# ---- design 1 ----
==> design_1/pdn.png <==
Drawn at 6 px/um. Pins as bars on the die edge.
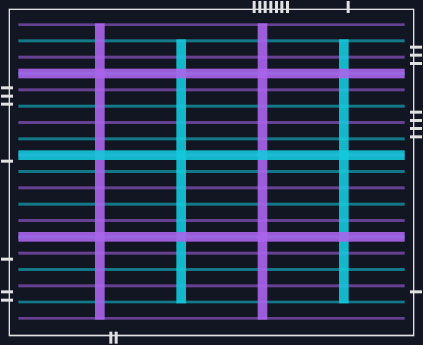

===== src/rtl/enc_8b10b_mem.sv =====
// ---------------------------------------------------------------------------
// enc_8b10b_mem -- table-driven 8b/10b line encoder (IEEE 802.3 Cl.36 codes).
//
// One symbol per clock, one clock of latency. The 5b/6b and 3b/4b stages are
// small case ROMs holding the RD- column plus two flags per entry:
//   comp : the RD+ form is the bitwise complement of the RD- form
//   flip : the code is unbalanced, so it inverts the running disparity
// D.x.3 and D7 are balanced but still have two forms (comp=1, flip=0).
//
// Compile-time option:
//   ENC8B10B_KCHECK_EN  defined   -> o_KErr flags i_Kin on a byte with no K code
//                       undefined -> o_KErr is held at 0
// In both builds an invalid K request is encoded as the data symbol D.x.y.
// ---------------------------------------------------------------------------
module enc_8b10b_mem #(
    parameter logic pRdInit = 1'b0
) (
    input  logic       i_Clk,
    input  logic       i_Rst,
    input  logic [7:0] i8_Din,
    input  logic       i_Kin,
    input  logic       i_ForceDisparity,
    input  logic       i_Disparity,
    output logic [9:0] o10_Dout,
    output logic       o_Rd,
    output logic       o_KErr
);

    // ROM entry formats: RD- code word plus the two disparity flags.
    typedef struct packed {
        logic       flip;
        logic       comp;
        logic [5:0] code;
    } sb6_t;

    typedef struct packed {
        logic       flip;
        logic       comp;
        logic [3:0] code;
    } sb4_t;

    logic [4:0] x_val;       // EDCBA
    logic [2:0] y_val;       // HGF
    logic       rd_cur;      // disparity entering this symbol
    logic       valid_k;     // byte is one of the twelve legal K codes
    logic       use_k;       // encode as control symbol
    logic       k_err;
    sb6_t       rom6;
    sb4_t       rom4;
    logic [5:0] code6;
    logic       rd_mid;      // disparity between the 6b and 4b sub-blocks
    logic       use_a7;
    logic [3:0] code4;
    logic       rd_next;

    assign x_val  = i8_Din[4:0];
    assign y_val  = i8_Din[7:5];
    assign rd_cur = i_ForceDisparity ? i_Disparity : o_Rd;

    // Legal control codes: all K28.y, plus K23.7, K27.7, K29.7, K30.7.
    assign valid_k = (x_val == 5'd28) ||
                     ((y_val == 3'd7) && ((x_val == 5'd23) || (x_val == 5'd27) ||
                                          (x_val == 5'd29) || (x_val == 5'd30)));
    assign use_k   = i_Kin && valid_k;

`ifdef ENC8B10B_KCHECK_EN
    assign k_err = i_Kin && !valid_k;
`else
    assign k_err = 1'b0;
`endif

    // 5b/6b ROM: RD- column of abcdei, K28 overrides the D28 entry.
    always_comb begin
        // NOTE: every output of a combinational block gets a value on every
        // path (here via the default arm) so no latch is inferred.
        unique case (x_val)
            5'd0:    rom6 = '{flip: 1'b1, comp: 1'b1, code: 6'b100111};
            5'd1:    rom6 = '{flip: 1'b1, comp: 1'b1, code: 6'b011101};
            5'd2:    rom6 = '{flip: 1'b1, comp: 1'b1, code: 6'b101101};
            5'd3:    rom6 = '{flip: 1'b0, comp: 1'b0, code: 6'b110001};
            5'd4:    rom6 = '{flip: 1'b1, comp: 1'b1, code: 6'b110101};
            5'd5:    rom6 = '{flip: 1'b0, comp: 1'b0, code: 6'b101001};
            5'd6:    rom6 = '{flip: 1'b0, comp: 1'b0, code: 6'b011001};
            5'd7:    rom6 = '{flip: 1'b0, comp: 1'b1, code: 6'b111000};
            5'd8:    rom6 = '{flip: 1'b1, comp: 1'b1, code: 6'b111001};
            5'd9:    rom6 = '{flip: 1'b0, comp: 1'b0, code: 6'b100101};
            5'd10:   rom6 = '{flip: 1'b0, comp: 1'b0, code: 6'b010101};
            5'd11:   rom6 = '{flip: 1'b0, comp: 1'b0, code: 6'b110100};
            5'd12:   rom6 = '{flip: 1'b0, comp: 1'b0, code: 6'b001101};
            5'd13:   rom6 = '{flip: 1'b0, comp: 1'b0, code: 6'b101100};
            5'd14:   rom6 = '{flip: 1'b0, comp: 1'b0, code: 6'b011100};
            5'd15:   rom6 = '{flip: 1'b1, comp: 1'b1, code: 6'b010111};
            5'd16:   rom6 = '{flip: 1'b1, comp: 1'b1, code: 6'b011011};
            5'd17:   rom6 = '{flip: 1'b0, comp: 1'b0, code: 6'b100011};
            5'd18:   rom6 = '{flip: 1'b0, comp: 1'b0, code: 6'b010011};
            5'd19:   rom6 = '{flip: 1'b0, comp: 1'b0, code: 6'b110010};
            5'd20:   rom6 = '{flip: 1'b0, comp: 1'b0, code: 6'b001011};
            5'd21:   rom6 = '{flip: 1'b0, comp: 1'b0, code: 6'b101010};
            5'd22:   rom6 = '{flip: 1'b0, comp: 1'b0, code: 6'b011010};
            5'd23:   rom6 = '{flip: 1'b1, comp: 1'b1, code: 6'b111010};
            5'd24:   rom6 = '{flip: 1'b1, comp: 1'b1, code: 6'b110011};
            5'd25:   rom6 = '{flip: 1'b0, comp: 1'b0, code: 6'b100110};
            5'd26:   rom6 = '{flip: 1'b0, comp: 1'b0, code: 6'b010110};
            5'd27:   rom6 = '{flip: 1'b1, comp: 1'b1, code: 6'b110110};
            5'd28:   rom6 = use_k ? '{flip: 1'b1, comp: 1'b1, code: 6'b001111}
                                  : '{flip: 1'b0, comp: 1'b0, code: 6'b001110};
            5'd29:   rom6 = '{flip: 1'b1, comp: 1'b1, code: 6'b101110};
            5'd30:   rom6 = '{flip: 1'b1, comp: 1'b1, code: 6'b011110};
            5'd31:   rom6 = '{flip: 1'b1, comp: 1'b1, code: 6'b101011};
            default: rom6 = '{flip: 1'b0, comp: 1'b0, code: 6'b000000};
        endcase
    end

    // Select the RD+ form when needed and derive the mid-symbol disparity.
    always_comb begin
        code6  = (rd_cur && rom6.comp) ? ~rom6.code : rom6.code;
        rd_mid = rd_cur ^ rom6.flip;
    end

    // Alternate x.7 form avoids a run of five around the e/i and f/g boundary;
    // every legal K.y.7 also uses it.
    always_comb begin
        use_a7 = 1'b0;
        if (y_val == 3'd7) begin
            if (use_k) begin
                use_a7 = 1'b1;
            end else if (!rd_mid) begin
                use_a7 = (x_val == 5'd17) || (x_val == 5'd18) || (x_val == 5'd20);
            end else begin
                use_a7 = (x_val == 5'd11) || (x_val == 5'd13) || (x_val == 5'd14);
            end
        end
    end

    // 3b/4b ROM: data and control columns (RD- form of fghj).
    always_comb begin
        rom4 = '{flip: 1'b0, comp: 1'b0, code: 4'b0000};
        if (use_a7) begin
            rom4 = '{flip: 1'b1, comp: 1'b1, code: 4'b0111};
        end else if (use_k) begin
            unique case (y_val)
                3'd0:    rom4 = '{flip: 1'b1, comp: 1'b1, code: 4'b1011};
                3'd1:    rom4 = '{flip: 1'b0, comp: 1'b1, code: 4'b0110};
                3'd2:    rom4 = '{flip: 1'b0, comp: 1'b1, code: 4'b1010};
                3'd3:    rom4 = '{flip: 1'b0, comp: 1'b1, code: 4'b1100};
                3'd4:    rom4 = '{flip: 1'b1, comp: 1'b1, code: 4'b1101};
                3'd5:    rom4 = '{flip: 1'b0, comp: 1'b1, code: 4'b0101};
                3'd6:    rom4 = '{flip: 1'b0, comp: 1'b1, code: 4'b1001};
                default: rom4 = '{flip: 1'b1, comp: 1'b1, code: 4'b0111};
            endcase
        end else begin
            unique case (y_val)
                3'd0:    rom4 = '{flip: 1'b1, comp: 1'b1, code: 4'b1011};
                3'd1:    rom4 = '{flip: 1'b0, comp: 1'b0, code: 4'b1001};
                3'd2:    rom4 = '{flip: 1'b0, comp: 1'b0, code: 4'b0101};
                3'd3:    rom4 = '{flip: 1'b0, comp: 1'b1, code: 4'b1100};
                3'd4:    rom4 = '{flip: 1'b1, comp: 1'b1, code: 4'b1101};
                3'd5:    rom4 = '{flip: 1'b0, comp: 1'b0, code: 4'b1010};
                3'd6:    rom4 = '{flip: 1'b0, comp: 1'b0, code: 4'b0110};
                default: rom4 = '{flip: 1'b1, comp: 1'b1, code: 4'b1110};
            endcase
        end
    end

    // Select the RD+ form of fghj and derive the end-of-symbol disparity.
    always_comb begin
        code4   = (rd_mid && rom4.comp) ? ~rom4.code : rom4.code;
        rd_next = rd_mid ^ rom4.flip;
    end

    // Output register: code group, running disparity and K error flag together.
    always_ff @(posedge i_Clk) begin
        // NOTE: clocked state uses non-blocking assignments so every register
        // samples pre-edge values regardless of statement order.
        if (i_Rst) begin
            o10_Dout <= 10'h000;
            o_Rd     <= pRdInit;
            o_KErr   <= 1'b0;
        end else begin
            o10_Dout <= {code6, code4};
            o_Rd     <= rd_next;
            o_KErr   <= k_err;
        end
    end

endmodule


===== config.mk =====
export PLATFORM = sky130hd
export DESIGN_NAME = enc_8b10b_mem
export DESIGN_NICKNAME = d
export VERILOG_FILES = /design/src/rtl/enc_8b10b_mem.sv
export SDC_FILE = /design/constraint.sdc
export NUM_CORES = 1
export LEC_CHECK = 0
export ABC_AREA = 1
export CELL_PAD_IN_SITES_DETAIL_PLACEMENT = 1
export CELL_PAD_IN_SITES_GLOBAL_PLACEMENT = 1
export CORE_ASPECT_RATIO = 0.8
export CORE_UTILIZATION = 38
export DETAILED_ROUTE_END_ITERATION = 10
export PLACE_DENSITY_LB_ADDON = 0.1
export SLEW_MARGIN = 20
export SYNTH_ARGS = -nofsm -noshare
export SYNTH_HDL_FRONTEND = slang
export SYNTH_SLANG_ARGS = --single-unit

===== constraint.sdc =====
create_clock -name i_Clk -period 4.3 [get_ports i_Clk]
set_input_delay 1.29 -clock i_Clk [delete_from_list [all_inputs] [get_ports i_Clk]]
set_output_delay 1.29 -clock i_Clk [all_outputs]
set_load 0.005 [all_outputs]

# ---- design 2 ----
$ cat config.mk
export PLATFORM = sky130hd
export DESIGN_NAME = puf_crp_sequencer_flat
export DESIGN_NICKNAME = d
export VERILOG_FILES = /design/src/rtl/puf_pkg.sv /design/src/rtl/puf_crp_sequencer_if.sv /design/src/rtl/puf_bit_vote.sv /design/src/rtl/puf_crp_sequencer.sv /design/src/flat_wrapper.sv
export SDC_FILE = /design/constraint.sdc
export NUM_CORES = 1
export LEC_CHECK = 0
export ABC_AREA = 1
export CORE_UTILIZATION = 35
export CTS_CLUSTER_SIZE = 20
export DETAILED_ROUTE_END_ITERATION = 7
export PLACE_DENSITY = 0.53
export SKIP_LAST_GASP = 1
export SLEW_MARGIN = 20
export SYNTH_ARGS = -nofsm -noshare
export SYNTH_HDL_FRONTEND = slang
export SYNTH_SLANG_ARGS = --single-unit
export TNS_END_PERCENT = 10
$ cat constraint.sdc
create_clock -name clk -period 2.39 [get_ports clk]
set_clock_uncertainty 0.2 [all_clocks]
set_input_delay 0.5975 -clock clk [delete_from_list [all_inputs] [get_ports clk]]
set_output_delay 0.5975 -clock clk [all_outputs]
set_load 0.03 [all_outputs]
$ cat src/rtl/puf_pkg.sv
// Shared definitions for the arbiter-PUF challenge/response sequencer:
// bus widths, the controller state encoding and the vote-counter width helper.
package puf_pkg;

    localparam int CHAL_W = 8;
    localparam int RESP_W = 8;

    typedef enum logic [2:0] {
        ST_IDLE   = 3'd0,
        ST_APPLY  = 3'd1,
        ST_FIRE   = 3'd2,
        ST_WAIT   = 3'd3,
        ST_SAMPLE = 3'd4,
        ST_DONE   = 3'd5
    } state_t;

    // Width needed to count 0..num_repeats ones without saturating.
    function automatic int vote_w(input int num_repeats);
        return $clog2(num_repeats + 1);
    endfunction

endpackage

$ cat src/rtl/puf_crp_sequencer_if.sv
// Host-side command/response handshake bundle of the PUF sequencer.
// master = host/scan side, slave = the sequencer.
interface puf_crp_sequencer_if;
    import puf_pkg::*;

    logic              cmd_valid;
    logic              cmd_ready;
    logic [CHAL_W-1:0] cmd_challenge;
    logic              rsp_valid;
    logic              rsp_ready;
    logic [RESP_W-1:0] rsp_data;
    logic [RESP_W-1:0] rsp_unstable;
    logic [CHAL_W-1:0] rsp_challenge;
    logic              busy;

    modport master (
        output cmd_valid, cmd_challenge, rsp_ready,
        input  cmd_ready, rsp_valid, rsp_data, rsp_unstable, rsp_challenge, busy
    );

    modport slave (
        input  cmd_valid, cmd_challenge, rsp_ready,
        output cmd_ready, rsp_valid, rsp_data, rsp_unstable, rsp_challenge, busy
    );

endinterface

$ cat src/rtl/puf_bit_vote.sv
// Per-bit majority voter: counts how many repeats returned a 1 for one
// response bit. The majority/unstable outputs look ahead by including the
// increment of the current cycle, so they are already final during the last
// SAMPLE cycle and the parent can register them on entry to DONE.
module puf_bit_vote
    import puf_pkg::*;
#(
    parameter int NUM_REPEATS = 5
) (
    input  logic clk,
    input  logic rst_n,
    input  logic clr,
    input  logic inc_en,
    input  logic bit_in,
    output logic majority,
    output logic unstable
);

    localparam int VOTE_W = vote_w(NUM_REPEATS);

    logic [VOTE_W-1:0] r_ones;
    logic [VOTE_W-1:0] w_ones_next;

    // Count including this cycle's vote, then derive the verdict from it.
    always_comb begin
        w_ones_next = r_ones + VOTE_W'(inc_en && bit_in);
        majority    = w_ones_next > VOTE_W'(NUM_REPEATS / 2);
        unstable    = (w_ones_next != '0) && (w_ones_next != VOTE_W'(NUM_REPEATS));
    end

    // Ones counter, cleared at the start of every new challenge.
    always_ff @(posedge clk or negedge rst_n) begin
        if (!rst_n) begin
            r_ones <= '0;
        end else if (clr) begin
            r_ones <= '0;
        end else begin
            r_ones <= w_ones_next;
        end
    end

endmodule

$ cat src/rtl/puf_crp_sequencer.sv
// Challenge/response controller for the 8-bit arbiter-PUF array: accepts a
// challenge, fires the race pulse NUM_REPEATS times, majority-votes the
// synchronised response and returns it with a per-bit instability mask.
module puf_crp_sequencer
    import puf_pkg::*;
#(
    parameter int NUM_REPEATS   = 5,
    parameter int SETTLE_CYCLES = 2
) (
    input  logic                clk,
    input  logic                rst_n,
    puf_crp_sequencer_if.slave  bus,
    output logic [CHAL_W-1:0]   puf_challenge,
    output logic                puf_pulse,
    input  logic [RESP_W-1:0]   puf_response
);

    localparam int VOTE_W = vote_w(NUM_REPEATS);
    // Holds 0..SETTLE_CYCLES+1, the longest (WAIT) phase.
    localparam int TMR_W  = $clog2(SETTLE_CYCLES + 2);

    state_t            r_state;
    state_t            w_next_state;
    logic [TMR_W-1:0]  r_timer;
    logic [VOTE_W-1:0] r_repeats;
    logic [RESP_W-1:0] r_sync1;
    logic [RESP_W-1:0] r_sync2;
    logic [CHAL_W-1:0] r_puf_challenge;
    logic              r_pulse;
    logic [RESP_W-1:0] r_rsp_data;
    logic [RESP_W-1:0] r_rsp_unstable;
    logic [CHAL_W-1:0] r_rsp_challenge;
    logic              w_accept;
    logic              w_sample;
    logic              w_last_repeat;
    logic [RESP_W-1:0] w_majority;
    logic [RESP_W-1:0] w_unstable;

    assign w_accept      = (r_state == ST_IDLE) && bus.cmd_valid;
    assign w_sample      = (r_state == ST_SAMPLE);
    assign w_last_repeat = (r_repeats == VOTE_W'(NUM_REPEATS - 1));

    // Next-state logic: settle, one-cycle race pulse, resolve wait, sample.
    always_comb begin
        w_next_state = r_state;
        case (r_state)
            ST_IDLE:   if (bus.cmd_valid) w_next_state = ST_APPLY;
            ST_APPLY:  if (r_timer == TMR_W'(SETTLE_CYCLES - 1)) w_next_state = ST_FIRE;
            ST_FIRE:   w_next_state = ST_WAIT;
            ST_WAIT:   if (r_timer == TMR_W'(SETTLE_CYCLES + 1)) w_next_state = ST_SAMPLE;
            ST_SAMPLE: w_next_state = w_last_repeat ? ST_DONE : ST_APPLY;
            ST_DONE:   if (bus.rsp_ready) w_next_state = ST_IDLE;
            default:   w_next_state = ST_IDLE;
        endcase
    end

    // State register.
    always_ff @(posedge clk or negedge rst_n) begin
        if (!rst_n) r_state <= ST_IDLE;
        else        r_state <= w_next_state;
    end

    // Phase timer: restarts on every state change, only runs in APPLY/WAIT.
    always_ff @(posedge clk or negedge rst_n) begin
        if (!rst_n) begin
            r_timer <= '0;
        end else if ((r_state != w_next_state) ||
                     !((r_state == ST_APPLY) || (r_state == ST_WAIT))) begin
            r_timer <= '0;
        end else begin
            r_timer <= r_timer + TMR_W'(1);
        end
    end

    // Repeat counter: cleared on accept, advanced once per SAMPLE.
    always_ff @(posedge clk or negedge rst_n) begin
        if (!rst_n)        r_repeats <= '0;
        else if (w_accept) r_repeats <= '0;
        else if (w_sample) r_repeats <= r_repeats + VOTE_W'(1);
    end

    // Race pulse is registered from the next state so it is high exactly in FIRE.
    always_ff @(posedge clk or negedge rst_n) begin
        if (!rst_n) r_pulse <= 1'b0;
        else        r_pulse <= (w_next_state == ST_FIRE);
    end

    // Two-flop synchroniser for the asynchronous PUF response bus.
    always_ff @(posedge clk or negedge rst_n) begin
        if (!rst_n) begin
            r_sync1 <= '0;
            r_sync2 <= '0;
        end else begin
            r_sync1 <= puf_response;
            r_sync2 <= r_sync1;
        end
    end

    // Challenge to the array is held constant from accept to the next accept.
    always_ff @(posedge clk or negedge rst_n) begin
        if (!rst_n)        r_puf_challenge <= '0;
        else if (w_accept) r_puf_challenge <= bus.cmd_challenge;
    end

    // Result registers load on entry to DONE and hold until the next DONE,
    // so an aborted evaluation never leaks a partial result.
    always_ff @(posedge clk or negedge rst_n) begin
        if (!rst_n) begin
            r_rsp_data      <= '0;
            r_rsp_unstable  <= '0;
            r_rsp_challenge <= '0;
        end else if (w_sample && w_last_repeat) begin
            r_rsp_data      <= w_majority;
            r_rsp_unstable  <= w_unstable;
            r_rsp_challenge <= r_puf_challenge;
        end
    end

    for (genvar gi = 0; gi < RESP_W; gi++) begin : g_vote
        puf_bit_vote #(
            .NUM_REPEATS (NUM_REPEATS)
        ) u_vote (
            .clk      (clk),
            .rst_n    (rst_n),
            .clr      (w_accept),
            .inc_en   (w_sample),
            .bit_in   (r_sync2[gi]),
            .majority (w_majority[gi]),
            .unstable (w_unstable[gi])
        );
    end

    assign puf_challenge     = r_puf_challenge;
    assign puf_pulse         = r_pulse;
    assign bus.cmd_ready     = (r_state == ST_IDLE);
    assign bus.busy          = (r_state != ST_IDLE);
    assign bus.rsp_valid     = (r_state == ST_DONE);
    assign bus.rsp_data      = r_rsp_data;
    assign bus.rsp_unstable  = r_rsp_unstable;
    assign bus.rsp_challenge = r_rsp_challenge;

endmodule

$ cat src/flat_wrapper.sv
// flat-port wrapper written by rule: the top's interface ports become plain ports
module puf_crp_sequencer_flat import puf_pkg::*;
#(
    parameter int NUM_REPEATS   = 5,
    parameter int SETTLE_CYCLES = 2
)
  (clk, rst_n, puf_challenge, puf_pulse, puf_response, bus_cmd_valid, bus_cmd_challenge, bus_rsp_ready, bus_cmd_ready, bus_rsp_valid, bus_rsp_data, bus_rsp_unstable, bus_rsp_challenge, bus_busy);
  puf_crp_sequencer_if bus_i ();
  input  logic clk;
  input  logic rst_n;
  output logic [CHAL_W-1:0] puf_challenge;
  output logic puf_pulse;
  input  logic [RESP_W-1:0] puf_response;
  input wire logic [$bits(bus_i.cmd_valid)-1:0] bus_cmd_valid;
  input wire logic [$bits(bus_i.cmd_challenge)-1:0] bus_cmd_challenge;
  input wire logic [$bits(bus_i.rsp_ready)-1:0] bus_rsp_ready;
  output wire logic [$bits(bus_i.cmd_ready)-1:0] bus_cmd_ready;
  output wire logic [$bits(bus_i.rsp_valid)-1:0] bus_rsp_valid;
  output wire logic [$bits(bus_i.rsp_data)-1:0] bus_rsp_data;
  output wire logic [$bits(bus_i.rsp_unstable)-1:0] bus_rsp_unstable;
  output wire logic [$bits(bus_i.rsp_challenge)-1:0] bus_rsp_challenge;
  output wire logic [$bits(bus_i.busy)-1:0] bus_busy;
  assign bus_i.cmd_valid = bus_cmd_valid;
  assign bus_i.cmd_challenge = bus_cmd_challenge;
  assign bus_i.rsp_ready = bus_rsp_ready;
  assign bus_cmd_ready = bus_i.cmd_ready;
  assign bus_rsp_valid = bus_i.rsp_valid;
  assign bus_rsp_data = bus_i.rsp_data;
  assign bus_rsp_unstable = bus_i.rsp_unstable;
  assign bus_rsp_challenge = bus_i.rsp_challenge;
  assign bus_busy = bus_i.busy;
  puf_crp_sequencer #(.NUM_REPEATS(NUM_REPEATS), .SETTLE_CYCLES(SETTLE_CYCLES)) u_core (.clk(clk), .rst_n(rst_n), .bus(bus_i), .puf_challenge(puf_challenge), .puf_pulse(puf_pulse), .puf_response(puf_response));
endmodule
# ---- design 3 ----
File: config.mk
export PLATFORM = sky130hd
export DESIGN_NAME = alu_sequencer
export DESIGN_NICKNAME = d
export VERILOG_FILES = /design/src/rtl/alu_sequencer.sv
export SDC_FILE = /design/constraint.sdc
export NUM_CORES = 1
export LEC_CHECK = 0
export ABC_AREA = 1
export CAP_MARGIN = 20
export CORE_AREA = 4 4 137 73
export DETAILED_ROUTE_END_ITERATION = 10
export DIE_AREA = 0 0 141 77
export GPL_TIMING_DRIVEN = 0
export PLACE_DENSITY = 0.84
export SLEW_MARGIN = 0
export SYNTH_ARGS = -nofsm -noshare
export SYNTH_HDL_FRONTEND = slang
export SYNTH_SLANG_ARGS = --single-unit
File: constraint.sdc
create_clock -name Clock -period 2.1 [get_ports Clock]
set_input_delay 0.525 -clock Clock [delete_from_list [all_inputs] [get_ports Clock]]
set_output_delay 0.525 -clock Clock [all_outputs]
set_load 0.01 [all_outputs]
File: src/rtl/alu_sequencer.sv
// Operation sequencer in front of ALU_16bit: a request/response handshake wrapped
// around single-pass ALU ops, SLT built on one subtract, and a shift-add MUL on the ALU adder.
module alu_sequencer #(
  parameter int WIDTH     = 16,
  parameter int MUL_STEPS = 16
) (
  input  logic             Clock,
  input  logic             ResetN,
  input  logic             ReqValid,
  output logic             ReqReady,
  input  logic [2:0]       ReqOp,
  input  logic [WIDTH-1:0] ReqA,
  input  logic [WIDTH-1:0] ReqB,
  output logic [WIDTH-1:0] AluA,
  output logic [WIDTH-1:0] AluB,
  output logic [1:0]       ALUOp,
  output logic             BNegate,
  input  logic [WIDTH-1:0] AluResult,
  input  logic             AluZero,
  input  logic             AluCarryOut,
  output logic             RspValid,
  input  logic             RspReady,
  output logic [WIDTH-1:0] RspResult,
  output logic             RspZero,
  output logic             RspCarry
);

  typedef enum logic [1:0] {IDLE, EXEC, MUL, RESP} state_t;
  typedef enum logic [2:0] {
    OP_AND, OP_OR, OP_ADD, OP_SUB, OP_XOR, OP_SLT, OP_MUL, OP_RSVD
  } op_t;

  localparam int SW = (MUL_STEPS > 1) ? $clog2(MUL_STEPS) : 1;
  localparam logic [SW-1:0] STEP_LAST = SW'(MUL_STEPS - 1);

  state_t           state_q, state_d;
  op_t              op_q;
  logic [WIDTH-1:0] a_q, b_q, acc_q, acc_d;
  logic [SW-1:0]    step_q;
  logic [WIDTH-1:0] rsp_result_q;
  logic             rsp_zero_q, rsp_carry_q;
  logic             slt_lt;

  assign ReqReady  = (state_q == IDLE);
  assign RspValid  = (state_q == RESP);
  assign RspResult = rsp_result_q;
  assign RspZero   = rsp_zero_q;
  assign RspCarry  = rsp_carry_q;

  // Signs differ: A's sign decides; otherwise the sign of A-B does (no overflow possible).
  assign slt_lt = (a_q[WIDTH-1] != b_q[WIDTH-1]) ? a_q[WIDTH-1] : AluResult[WIDTH-1];
  // During MUL, a_q holds the shifted multiplicand and b_q the shifted multiplier.
  assign acc_d  = b_q[0] ? AluResult : acc_q;

  always_comb begin
    state_d = state_q;
    AluA    = '0;
    AluB    = '0;
    ALUOp   = 2'b00;
    BNegate = 1'b0;
    case (state_q)
      IDLE: begin
        if (ReqValid) state_d = (op_t'(ReqOp) == OP_MUL) ? MUL : EXEC;
      end
      EXEC: begin
        state_d = RESP;
        AluA    = a_q;
        AluB    = b_q;
        case (op_q)
          OP_AND: ALUOp = 2'b00;
          OP_OR:  ALUOp = 2'b01;
          OP_ADD: ALUOp = 2'b10;
          OP_SUB, OP_SLT: begin
            ALUOp   = 2'b10;
            BNegate = 1'b1;
          end
          OP_XOR: ALUOp = 2'b11;
          default: begin
            AluA = '0;
            AluB = '0;
          end
        endcase
      end
      MUL: begin
        AluA  = acc_q;
        AluB  = a_q;
        ALUOp = 2'b10;
        if (step_q == STEP_LAST) state_d = RESP;
      end
      RESP: begin
        if (RspReady) state_d = IDLE;
      end
      default: state_d = IDLE;
    endcase
  end

  always_ff @(posedge Clock or negedge ResetN) begin
    if (!ResetN) begin
      state_q      <= IDLE;
      op_q         <= OP_AND;
      a_q          <= '0;
      b_q          <= '0;
      acc_q        <= '0;
      step_q       <= '0;
      rsp_result_q <= '0;
      rsp_zero_q   <= 1'b0;
      rsp_carry_q  <= 1'b0;
    end else begin
      state_q <= state_d;
      case (state_q)
        IDLE: begin
          if (ReqValid) begin
            op_q   <= op_t'(ReqOp);
            a_q    <= ReqA;
            b_q    <= ReqB;
            acc_q  <= '0;
            step_q <= '0;
          end
        end
        EXEC: begin
          case (op_q)
            OP_AND, OP_OR, OP_XOR: begin
              rsp_result_q <= AluResult;
              rsp_zero_q   <= AluZero;
              rsp_carry_q  <= 1'b0;
            end
            OP_ADD, OP_SUB: begin
              rsp_result_q <= AluResult;
              rsp_zero_q   <= AluZero;
              rsp_carry_q  <= AluCarryOut;
            end
            OP_SLT: begin
              rsp_result_q <= {{(WIDTH-1){1'b0}}, slt_lt};
              rsp_zero_q   <= ~slt_lt;
              rsp_carry_q  <= 1'b0;
            end
            default: begin
              rsp_result_q <= '0;
              rsp_zero_q   <= 1'b1;
              rsp_carry_q  <= 1'b0;
            end
          endcase
        end
        MUL: begin
          acc_q  <= acc_d;
          a_q    <= a_q << 1;
          b_q    <= b_q >> 1;
          step_q <= step_q + 1'b1;
          if (step_q == STEP_LAST) begin
            rsp_result_q <= acc_d;
            rsp_zero_q   <= (acc_d == '0);
            rsp_carry_q  <= 1'b0;
          end
        end
        default: ;
      endcase
    end
  end

endmodule

# ---- design 4 ----
## src/rtl/if_fetch_unit_if.sv

```systemverilog
// Instruction-memory request/ack bus between the IF stage and its memory port.
// master = fetch unit (drives req/addr); slave = memory (drives ack/data).
interface if_fetch_unit_if;
  logic        imem_req;
  logic [31:0] imem_addr;
  logic        imem_ack;
  logic [31:0] imem_data;

  modport master (output imem_req, imem_addr, input imem_ack, imem_data);
  modport slave  (input imem_req, imem_addr, output imem_ack, imem_data);
endinterface

```

## src/rtl/if_fetch_unit.sv

```systemverilog
// IF stage: owns the PC, fetches over req/ack, buffers one early instruction, feeds ID; IF_PERF_CNT_EN adds stall/drop counters.
// Latency: ack in cycle n -> inst_id valid after edge n+1 (1 inst/cycle with zero-wait memory).
// Backpressure: if_en=0 holds ID; a returning instruction parks in the 1-entry buffer and req drops until ID takes it.
module if_fetch_unit #(
  parameter logic [31:0] RESET_PC = 32'h0000_0000,
  parameter logic [31:0] NOP_INST = 32'h0000_0000
) (
  input  logic                 clk,
  input  logic                 rst,
  input  logic                 if_rst,
  input  logic                 if_en,
  input  logic                 redirect,
  input  logic [31:0]          redirect_pc,
  if_fetch_unit_if.master      imem,
  output logic [31:0]          inst_id,
  output logic [31:0]          pc_id,
  output logic                 valid_id,
  output logic                 fetch_stall
`ifdef IF_PERF_CNT_EN
  ,
  output logic [31:0]          perf_stall_cnt,
  output logic [31:0]          perf_drop_cnt
`endif
);

  typedef enum logic [1:0] {S_FETCH, S_FULL, S_DROP} state_t;

  state_t      state, state_nxt;
  logic [31:0] fetch_pc, fetch_pc_nxt;
  logic [31:0] redir_pc, redir_pc_nxt;
  logic [31:0] buf_dat, buf_dat_nxt;
  logic [31:0] inst_nxt, pc_nxt;
  logic        valid_nxt;
  logic        stall_raw;
  logic        drop;
  logic        in_rst;
  logic        ack;

  assign in_rst         = !rst || if_rst;
  assign imem.imem_req  = !in_rst && (state != S_FULL);
  assign imem.imem_addr = fetch_pc;
  // An ack is only meaningful against a live request; late acks after an abort fall here.
  assign ack            = imem.imem_ack && imem.imem_req;
  assign fetch_stall    = stall_raw && !in_rst;

  always_comb begin
    state_nxt    = state;
    fetch_pc_nxt = fetch_pc;
    redir_pc_nxt = redir_pc;
    buf_dat_nxt  = buf_dat;
    inst_nxt     = inst_id;
    pc_nxt       = pc_id;
    valid_nxt    = valid_id;
    stall_raw    = 1'b0;
    drop         = 1'b0;

    if (redirect) begin
      inst_nxt  = NOP_INST;
      valid_nxt = 1'b0;
      unique case (state)
        S_FETCH: begin
          if (ack) begin
            fetch_pc_nxt = redirect_pc;
            drop         = 1'b1;
          end else begin
            redir_pc_nxt = redirect_pc;
            state_nxt    = S_DROP;
          end
        end
        S_FULL: begin
          fetch_pc_nxt = redirect_pc;
          state_nxt    = S_FETCH;
        end
        S_DROP: begin
          if (ack) begin
            fetch_pc_nxt = redirect_pc;
            state_nxt    = S_FETCH;
            drop         = 1'b1;
          end else begin
            redir_pc_nxt = redirect_pc;
          end
        end
        default: state_nxt = S_FETCH;
      endcase
    end else begin
      unique case (state)
        S_FETCH: begin
          if (ack) begin
            fetch_pc_nxt = fetch_pc + 32'd4;
            if (if_en) begin
              inst_nxt  = imem.imem_data;
              pc_nxt    = fetch_pc;
              valid_nxt = 1'b1;
            end else begin
              buf_dat_nxt = imem.imem_data;
              state_nxt   = S_FULL;
            end
          end else if (if_en) begin
            inst_nxt  = NOP_INST;
            valid_nxt = 1'b0;
            stall_raw = 1'b1;
          end
        end
        S_FULL: begin
          // fetch_pc was already advanced past the buffered word, so its PC is fetch_pc-4.
          if (if_en) begin
            inst_nxt  = buf_dat;
            pc_nxt    = fetch_pc - 32'd4;
            valid_nxt = 1'b1;
            state_nxt = S_FETCH;
          end
        end
        S_DROP: begin
          if (ack) begin
            fetch_pc_nxt = redir_pc;
            state_nxt    = S_FETCH;
            drop         = 1'b1;
          end
          if (if_en) begin
            inst_nxt  = NOP_INST;
            valid_nxt = 1'b0;
            stall_raw = 1'b1;
          end
        end
        default: state_nxt = S_FETCH;
      endcase
    end
  end

  always_ff @(posedge clk) begin
    if (in_rst) begin
      state    <= S_FETCH;
      fetch_pc <= RESET_PC;
      redir_pc <= RESET_PC;
      buf_dat  <= NOP_INST;
      inst_id  <= NOP_INST;
      pc_id    <= RESET_PC;
      valid_id <= 1'b0;
    end else begin
      state    <= state_nxt;
      fetch_pc <= fetch_pc_nxt;
      redir_pc <= redir_pc_nxt;
      buf_dat  <= buf_dat_nxt;
      inst_id  <= inst_nxt;
      pc_id    <= pc_nxt;
      valid_id <= valid_nxt;
    end
  end

`ifdef IF_PERF_CNT_EN
  always_ff @(posedge clk) begin
    if (in_rst) begin
      perf_stall_cnt <= '0;
      perf_drop_cnt  <= '0;
    end else begin
      if (fetch_stall && (perf_stall_cnt != 32'hFFFF_FFFF))
        perf_stall_cnt <= perf_stall_cnt + 32'd1;
      if (drop && (perf_drop_cnt != 32'hFFFF_FFFF))
        perf_drop_cnt <= perf_drop_cnt + 32'd1;
    end
  end
`else
  logic unused_drop;
  assign unused_drop = drop;
`endif

endmodule
```

## src/flat_wrapper.sv

```systemverilog
// flat-port wrapper written by rule: the top's interface ports become plain ports
module if_fetch_unit_flat 
#(
  parameter logic [31:0] RESET_PC = 32'h0000_0000,
  parameter logic [31:0] NOP_INST = 32'h0000_0000
)
  (clk, rst, if_rst, if_en, redirect, redirect_pc, inst_id, pc_id, valid_id, fetch_stall, imem_imem_req, imem_imem_addr, imem_imem_ack, imem_imem_data);
  if_fetch_unit_if imem_i ();
  input  logic clk;
  input  logic rst;
  input  logic if_rst;
  input  logic if_en;
  input  logic redirect;
  input  logic [31:0] redirect_pc;
  output logic [31:0] inst_id;
  output logic [31:0] pc_id;
  output logic valid_id;
  output logic fetch_stall;
  output wire logic [$bits(imem_i.imem_req)-1:0] imem_imem_req;
  output wire logic [$bits(imem_i.imem_addr)-1:0] imem_imem_addr;
  input wire logic [$bits(imem_i.imem_ack)-1:0] imem_imem_ack;
  input wire logic [$bits(imem_i.imem_data)-1:0] imem_imem_data;
  assign imem_imem_req = imem_i.imem_req;
  assign imem_imem_addr = imem_i.imem_addr;
  assign imem_i.imem_ack = imem_imem_ack;
  assign imem_i.imem_data = imem_imem_data;
  if_fetch_unit #(.RESET_PC(RESET_PC), .NOP_INST(NOP_INST)) u_core (.clk(clk), .rst(rst), .if_rst(if_rst), .if_en(if_en), .redirect(redirect), .redirect_pc(redirect_pc), .imem(imem_i), .inst_id(inst_id), .pc_id(pc_id), .valid_id(valid_id), .fetch_stall(fetch_stall));
endmodule
```

## config.mk

```make
export PLATFORM = sky130hd
export DESIGN_NAME = if_fetch_unit_flat
export DESIGN_NICKNAME = d
export VERILOG_FILES = /design/src/rtl/if_fetch_unit_if.sv /design/src/rtl/if_fetch_unit.sv /design/src/flat_wrapper.sv
export SDC_FILE = /design/constraint.sdc
export NUM_CORES = 1
export LEC_CHECK = 0
export CORE_AREA = 2 2 128 130
export DETAILED_ROUTE_END_ITERATION = 10
export DIE_AREA = 0 0 130 132
export GPL_ROUTABILITY_DRIVEN = 0
export MAX_ROUTING_LAYER = met4
export PLACE_DENSITY = 0.79
export SETUP_SLACK_MARGIN = 0.4
export SYNTH_ARGS = -nofsm -noshare
export SYNTH_HDL_FRONTEND = slang
export SYNTH_SLANG_ARGS = --single-unit
```

## constraint.sdc

```tcl
create_clock -name clk -period 2.3 [get_ports clk]
set_clock_uncertainty 0.05 [all_clocks]
set_input_delay 0.46 -clock clk [delete_from_list [all_inputs] [get_ports clk]]
set_output_delay 0.46 -clock clk [all_outputs]
set_load 0.01 [all_outputs]
```

==> design_4/gate_families.png <==
Drawn at 2 px/um.
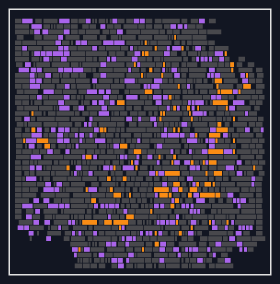
legend:
  purple:
    family: inverting AOI/OAI gates
    cells: 298
    most_used: a21oi_2
    where: widely spread
  orange:
    family: NOR gates
    cells: 107
    most_used: nor2_1
share of cell area taken by multi-input logic gates: 41.07%
Layout Cells excl Fill: 1499
most used logic cell in the final layout: sky130_fd_sc_hd__dfxtp_1

==> summary.txt, design 4 <==
Notes from the flow run.

Setup path:
- STA classifies the critical path startpoint as a flip-flop.
- The capture point of the worst register-to-register path is recorded as u_core.inst_id[22]$_SDFFE_PP0P_.
- The worst setup path is captured at a flip-flop.

Clock tree:
- Hold repair after CTS inserted 0 buffers.

Run:
- Across the run, the number of max-cap violations was 0.

Route:
- The routed layout has roughly 10000 vias.

Global route:
- The run gives the first-pass GRT wire length as between 40000 and 50000 um.
- The run puts the fraction of met2 tracks used by global routing at 49.42%.

Logic synthesis:
- The run gives the prevailing logic family in the synthesized netlist as AND-OR/OR-AND gates.
- For this run, the chip area from Yosys synthesis comes to just under 8000 sq um.
- The run gives the register area share after synthesis as 41.25%.

Outcome:
- The checks that failed: setup timing.
- The flow ran to the end, but the final reports show violations.

Timing:
- The run puts the minimum setup slack in the final design at -56.41 ps.
- The run puts the total setup violations reported at the end of the flow at 2.

Die:
- The initialized floorplan defines around 46 standard-cell rows.

Layout:
- Per the area breakdown, the dominant cell category is combinational gates.
- Cells with a size suffix above 1 make up between 30% and 40% of the layout.

Min path:
- In the hold report, the worst path ends at u_core.buf_dat[4]$_SDFFE_PP0P_.

Power:
- The run puts the reported sequential group power at slightly below 3 mW.
design 4: what timing repair did:
action	4_1_cts	5_1_grt
gates resized	115	367
pin swaps	27	159
cloned	4	20
buffers inserted	16	55
endpoints found under the hold margin	0	0
endpoints found under the setup margin	193	168
design 4: how the worst max path moves through the flow:
stage	from	endpoint	slack [ps]
after floorplan	u_core.state[0]$_SDFFE_PP0P_	u_core.imem.imem_addr[31]$_SDFFE_PP0P_	360
after global placement	if_rst	fetch_stall	-120
after detailed placement	if_rst	fetch_stall	-200
after CTS	u_core.state[1]$_SDFFE_PP0P_	fetch_stall	220
after global routing	u_core.state[1]$_SDFFE_PP0P_	u_core.inst_id[22]$_SDFFE_PP0P_	-70
final	u_core.state[1]$_SDFFE_PP0P_	u_core.inst_id[22]$_SDFFE_PP0P_	-60
design 4: through the flow:
stage,std cells,instance area (sq um)
after floorplan,1001,8056
after global placement,1371,10330
after detailed placement,1371,10330
after CTS,1423,11410
after global routing,1499,13570
final,1499,13570
design 4: registers in the layout (all words and copies together) (netlist names), named ones only:
register               flops
u_core.inst_id            32
u_core.pc_id              32
u_core.buf_dat            32
u_core.state               2
u_core.imem.imem_addr     32
u_core.redir_pc           32
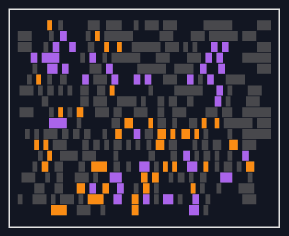
(design_1/gate_families.png)
Drawn at 4 px/um.
legend:
  orange:
    family: NOR gates
    cells: 38
    most_used: nor2_1
  purple:
    family: inverting AOI/OAI gates
    cells: 38
    most_used: a21oi_1
    where: widely spread
share of cell area taken by multi-input logic gates: 57.78%
Layout Cells excl Fill: 269
most used logic cell in the final layout: sky130_fd_sc_hd__nand2_1

About design_1/pdn.png:
legend:
  purple:
    net: VSS
  cyan:
    net: VDD
met4 straps: 4
signal pins: 25
rows: 18

==> summary.txt, design 1 <==
Notes from the flow run.

Global route:
- The run gives the largest net degree at the start of global routing as 21.

Die:
- The run puts the die footprint at roughly 3600 sq um.
- The region available for standard cell placement spans 3153 sq um.
- Per the OpenROAD floorplan log, the height of the die is between 50 and 60 um.

Outcome:
- The run finished with clean final reports.

Clock tree:
- For the worst-skew pair, the clock arrives at the later sink with an insertion delay of 240 ps.
- The run gives the count of hold buffers inserted by post-cts repair as 0.
- Clock tree synthesis selected as its root buffer the cell sky130_fd_sc_hd__clkbuf_8.

Route:
- Wires add up to between 4000 and 5000 um.
- The first detailed-routing pass took 4 iterations.
- The run puts the number of vias after detailed routing at around 1500.
- The run gives the highest metal layer with signal wires as met4.
- In the detailed route, the total length drawn on met3 is 290 um.

Logic synthesis:
- Sequential cells were found to cover roughly 17% of the synthesized design area.
- Among all cell types in the netlist, the one instantiated most often is sky130_fd_sc_hd__nand2_1.

Power:
- The flow reports that combinational logic draws 42.8% of the design power.

Place:
- Including well taps, the total number of placed cells is 265.
[design 1: how the worst max path moves through the flow]
stage,endpoint,slack [ps],depth (start not counted)
after floorplan,o10_Dout[0]$_SDFF_PP0_,1680,16
after global placement,o10_Dout[0]$_SDFF_PP0_,760,17
after detailed placement,o10_Dout[0]$_SDFF_PP0_,620,17
after CTS,o10_Dout[0]$_SDFF_PP0_,850,17
after global routing,o10_Dout[0]$_SDFF_PP0_,590,17
final,o10_Dout[0]$_SDFF_PP0_,800,17
[design 1: power groups by stage]
stage / combinational (mW) / sequential [mW] / clock (mW)
floorplan: 0.0983 / 0.124 / 0
global placement: 0.159 / 0.122 / 0
detailed placement: 0.164 / 0.122 / 0
CTS: 0.165 / 0.120 / 0.106
global route: 0.184 / 0.121 / 0.109
finish: 0.166 / 0.120 / 0.101
[design 1: cells by family after synthesis]
| family | synth area share (%) |
|---|---|
| buffers and inverters | 12.32 |
| AOI/OAI and AO/OA | 18.14 |
| other | 0.2907 |
| xor gates and xnor gates | 1.358 |
| DFF | 17.07 |
| and+or+nand+nor | 50.82 |
[design 1: flip-flops by register name, summed over array words and instances, names as in the netlist]
signal    cells
o_Rd          1
o10_Dout     10
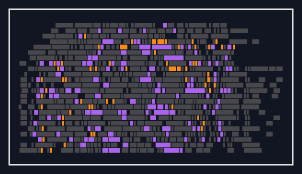
(design_3/gate_families.png)
Drawn at 2 px/um.
legend:
  orange:
    family: NOR gates
    cells: 59
    most_used: nor2_1
  purple:
    family: inverting AOI/OAI gates
    cells: 124
    most_used: o21ai_0
share of cell area taken by multi-input logic gates: 37.63%
Layout Cells excl Fill: 842

==> summary.txt, design 3 <==
Notes from the flow run.

Route:
- The post-route report lists met1 wire length as 6769 um.
- The run puts the count of TritonRoute iterations in the first routing pass at 8.

Timing:
- Summed over all failing endpoints, the final setup total negative slack is -10210 ps.
- Counting endpoints that fail hold in the final report gives 0.
- The run gives the total setup violations reported at the end of the flow as 38.
- The final timing report gives a worst setup slack of -423.6 ps.
- The run puts the fraction of the cycle the final worst path needs at 120.2%.

Logic synthesis:
- The run puts the flop and latch count out of synthesis at 75.
- In this run, distinct cell masters in the synthesized netlist total 35.
- The run gives the synthesized cell area as 4242 sq um.

Clock tree:
- TritonCTS built the clock tree.
- For the worst-skew pair, the clock arrives at the later sink with an insertion delay of ~360 ps.
- The run gives the library cell used as clock root buffer as sky130_fd_sc_hd__clkbuf_16.

Outcome:
- The flow ran to the end, but the final reports show violations.
- The checks that failed: setup timing.

Global route:
- Global routing used 29.21% of the available tracks.
- The run puts the first-pass GRT wire length at 24870 um.

Setup path:
- The endpoint identified for the worst register-to-register timing path is a_q[6]$_DFFE_PN0P_.
- Per STA, the worst path is made up of inv_2, ha_4, nand2_8, clkbuf_16, o32ai_4, buf_2.
- Following the worst setup path forward leads to its endpoint at AluB[15].
- The run gives the number of stages on the worst setup path as 6.

Run:
- The run puts the number of warnings in the stage logs at 33.

Place:
- The run gives the number of placed cells counting well taps as around 800.

Die:
- The run puts the die footprint at approximately 11000 sq um.

Layout:
- The run gives the fraction of layout cells with a size suffix above 1 as between 20% and 30%.
- The run gives the count of plain and timing-repair buffers as about 180.
==> design 3: synth_stat cells, drive strengths merged <==
master and instances:
a21oi 25, a31oi 25, a32oi 6, and3 1, buf 26, clkbuf 11
dfrtp 75, ha 6, inv 36, mux2 1, nand2 202, nand3 26
nand4 1, nor2 57, nor3 2, o211ai 2, o21ai 47, o221ai 7
o22ai 2, o31ai 5, o32ai 5, or2 3
==> design 3: power by group through the flow <==
| stage | logic [mW] | clock network, mW | registers, mW |
|---|---|---|---|
| finish | 8.02 | 1.40 | 2.80 |
| global route | 8.37 | 1.47 | 2.84 |
| CTS | 6.26 | 1.38 | 2.62 |
| detailed placement | 5.39 | 0 | 2.61 |
| global placement | 5.25 | 0 | 2.59 |
| floorplan | 3.27 | 0 | 2.52 |
==> design 3: cell families (layout without fill, tap and decap cells) <==
logic type / after synthesis / after routing / share of synthesized area, %
multiplexers: 1 / 1 / 0.2655
adder cells (fa/ha/maj): 6 / 6 / 1.770
buffers and inverters: 73 / 227 / 8.230
AND-OR/OR-AND: 124 / 124 / 18.05
flip-flops: 75 / 75 / 44.25
AND/OR/NAND/NOR: 292 / 292 / 27.43
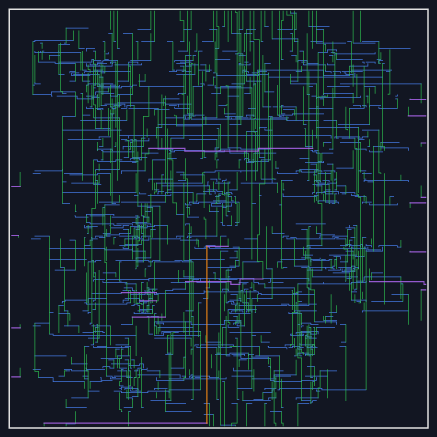
(design_2/metal_stack.png)
Drawn at 4 px/um.
legend:
  purple:
    layer: met3
    wire_length: 173 um
  blue:
    layer: met1
    wire_length: 3090 um
  orange:
    layer: met4
    wire_length: 44.2 um
  green:
    layer: met2
    wire_length: 3690 um

==> summary.txt, design 2 <==
Notes from the flow run.

Outcome:
- The run finished, with violations left.
- The final reports fail on setup timing.

Logic synthesis:
- The run puts the post-synthesis net count at 476.
- The synthesized netlist devotes between 20% and 30% of its cell area to simple gates.

Global route:
- The run gives the via count of the first global-routing pass as around 2700.
- The run gives the first-pass GRT wire length as 12250 um.

Run:
- The number of maximum-capacitance violations recorded for the run is 0.

Layout:
- The run puts the fraction of area in non-clock buffers at about 14%.
- By area, the class that comes first in the final layout consists of sequential cells.
- The run gives the post-layout instance count excluding filler cells as 638.
- Of all the cell area in the finished design, the clock network holds about 3.9%.
- The run gives the antenna cell count as 0.

Timing:
- The transition time recorded at the tightest slew-check pin is approximately 500 ps.
- Across all setup checks in the final design, the least slack found is -92.61 ps.
- The run gives the total setup violations reported at the end of the flow as 1.

Die:
- The run puts the die footprint at 10880 sq um.

Clock tree:
- The run gives the library cell used as clock root buffer as sky130_fd_sc_hd__clkbuf_8.

Setup path:
- The run puts the arrival time of the worst setup path at about 1700 ps.

Power:
- The run gives the switching power of the nets as around 1.1 mW.
==> design 2: state kept, by name (all words and copies together), names as in the netlist <==
name,cells
u_core.bus.rsp_challenge,8
u_core.puf_pulse,1
u_core.puf_challenge,8
u_core.bus.rsp_unstable,8
u_core.r_state,3
u_core.r_sync2,8
u_core.r_timer,2
u_core.r_sync1,8
u_core.r_repeats,3
u_core.bus.rsp_data,8
u_core.g_vote.u_vote.r_ones,24
==> design 2: per-stage QoR <==
stage	setup TNS [ps]	hold WS, ps	utilization [%]
after floorplan	0	101.9	-
after global placement	0	133.7	43.93
after detailed placement	0	140.3	43.93
after CTS	-345.9	155.1	45.80
after global routing	-281.0	178.2	45.83
final	-92.61	149.5	45.83
==> design 2: routing by layer <==
| metal | vias to the layer above | track usage (%) | share of wire (%) |
|---|---|---|---|
| li1 | 1432 | - | - |
| met3 | 2 | 3.634 | 2.5 |
| met2 | 26 | 25.59 | 53 |
| met4 | 0 | 4.286 | 0.63 |
| met5 | - | 0 | 0 |
| met1 | 1305 | 16.14 | 44 |

==> notes/layouts.md <==
Pictures saved along the way, in no particular order.

Supply network.
shot_01.png
Drawn at 3 px/um. Pins as bars on the die edge.
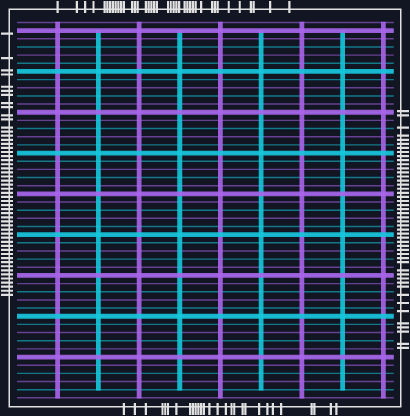
shot_02.png
Drawn at 3 px/um. Pins as bars on the die edge.
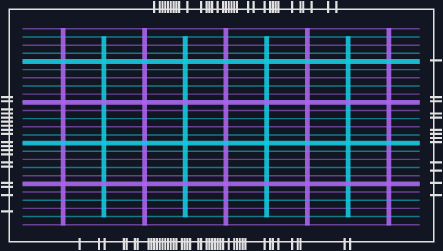
shot_03.png
Drawn at 4 px/um. Pins as bars on the die edge.
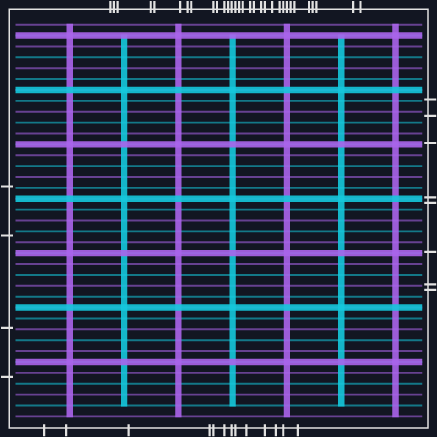
| picture | from |
|---|---|
| shot_03.png | design 2 |
| shot_01.png | design 4 |
| shot_02.png | design 3 |
Of these, largest die: shot_01.png

Key to shot_01.png:
legend:
  purple:
    net: VSS
  cyan:
    net: VDD
met5 straps: 9
met1 rails: 47
rows: 46
met4 straps: 9
signal pins: 169



## Gallery

Clock distribution.
image #1
Drawn at 2 px/um.
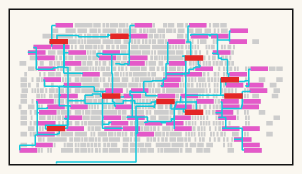
image #2
Drawn at 3 px/um.
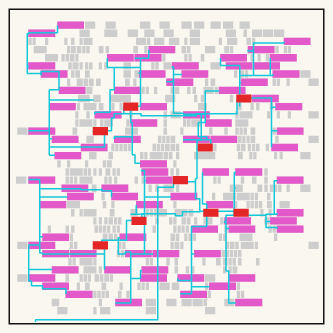
image #3
Drawn at 2 px/um.
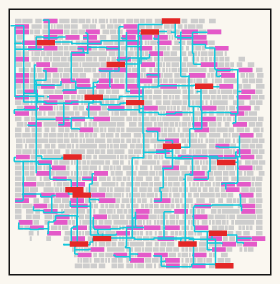
image #4
Drawn at 4 px/um.
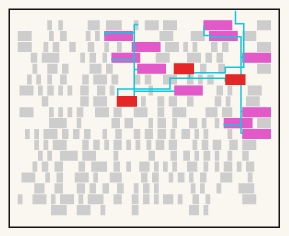
Design 1 is image #4.
Design 2 is image #2.
Design 4 is image #3.
Design 3 is image #1.
The one with the fewest sequential cells is image #4.
The one with the largest die is image #3.

Power and IR drop assume default switching activity.
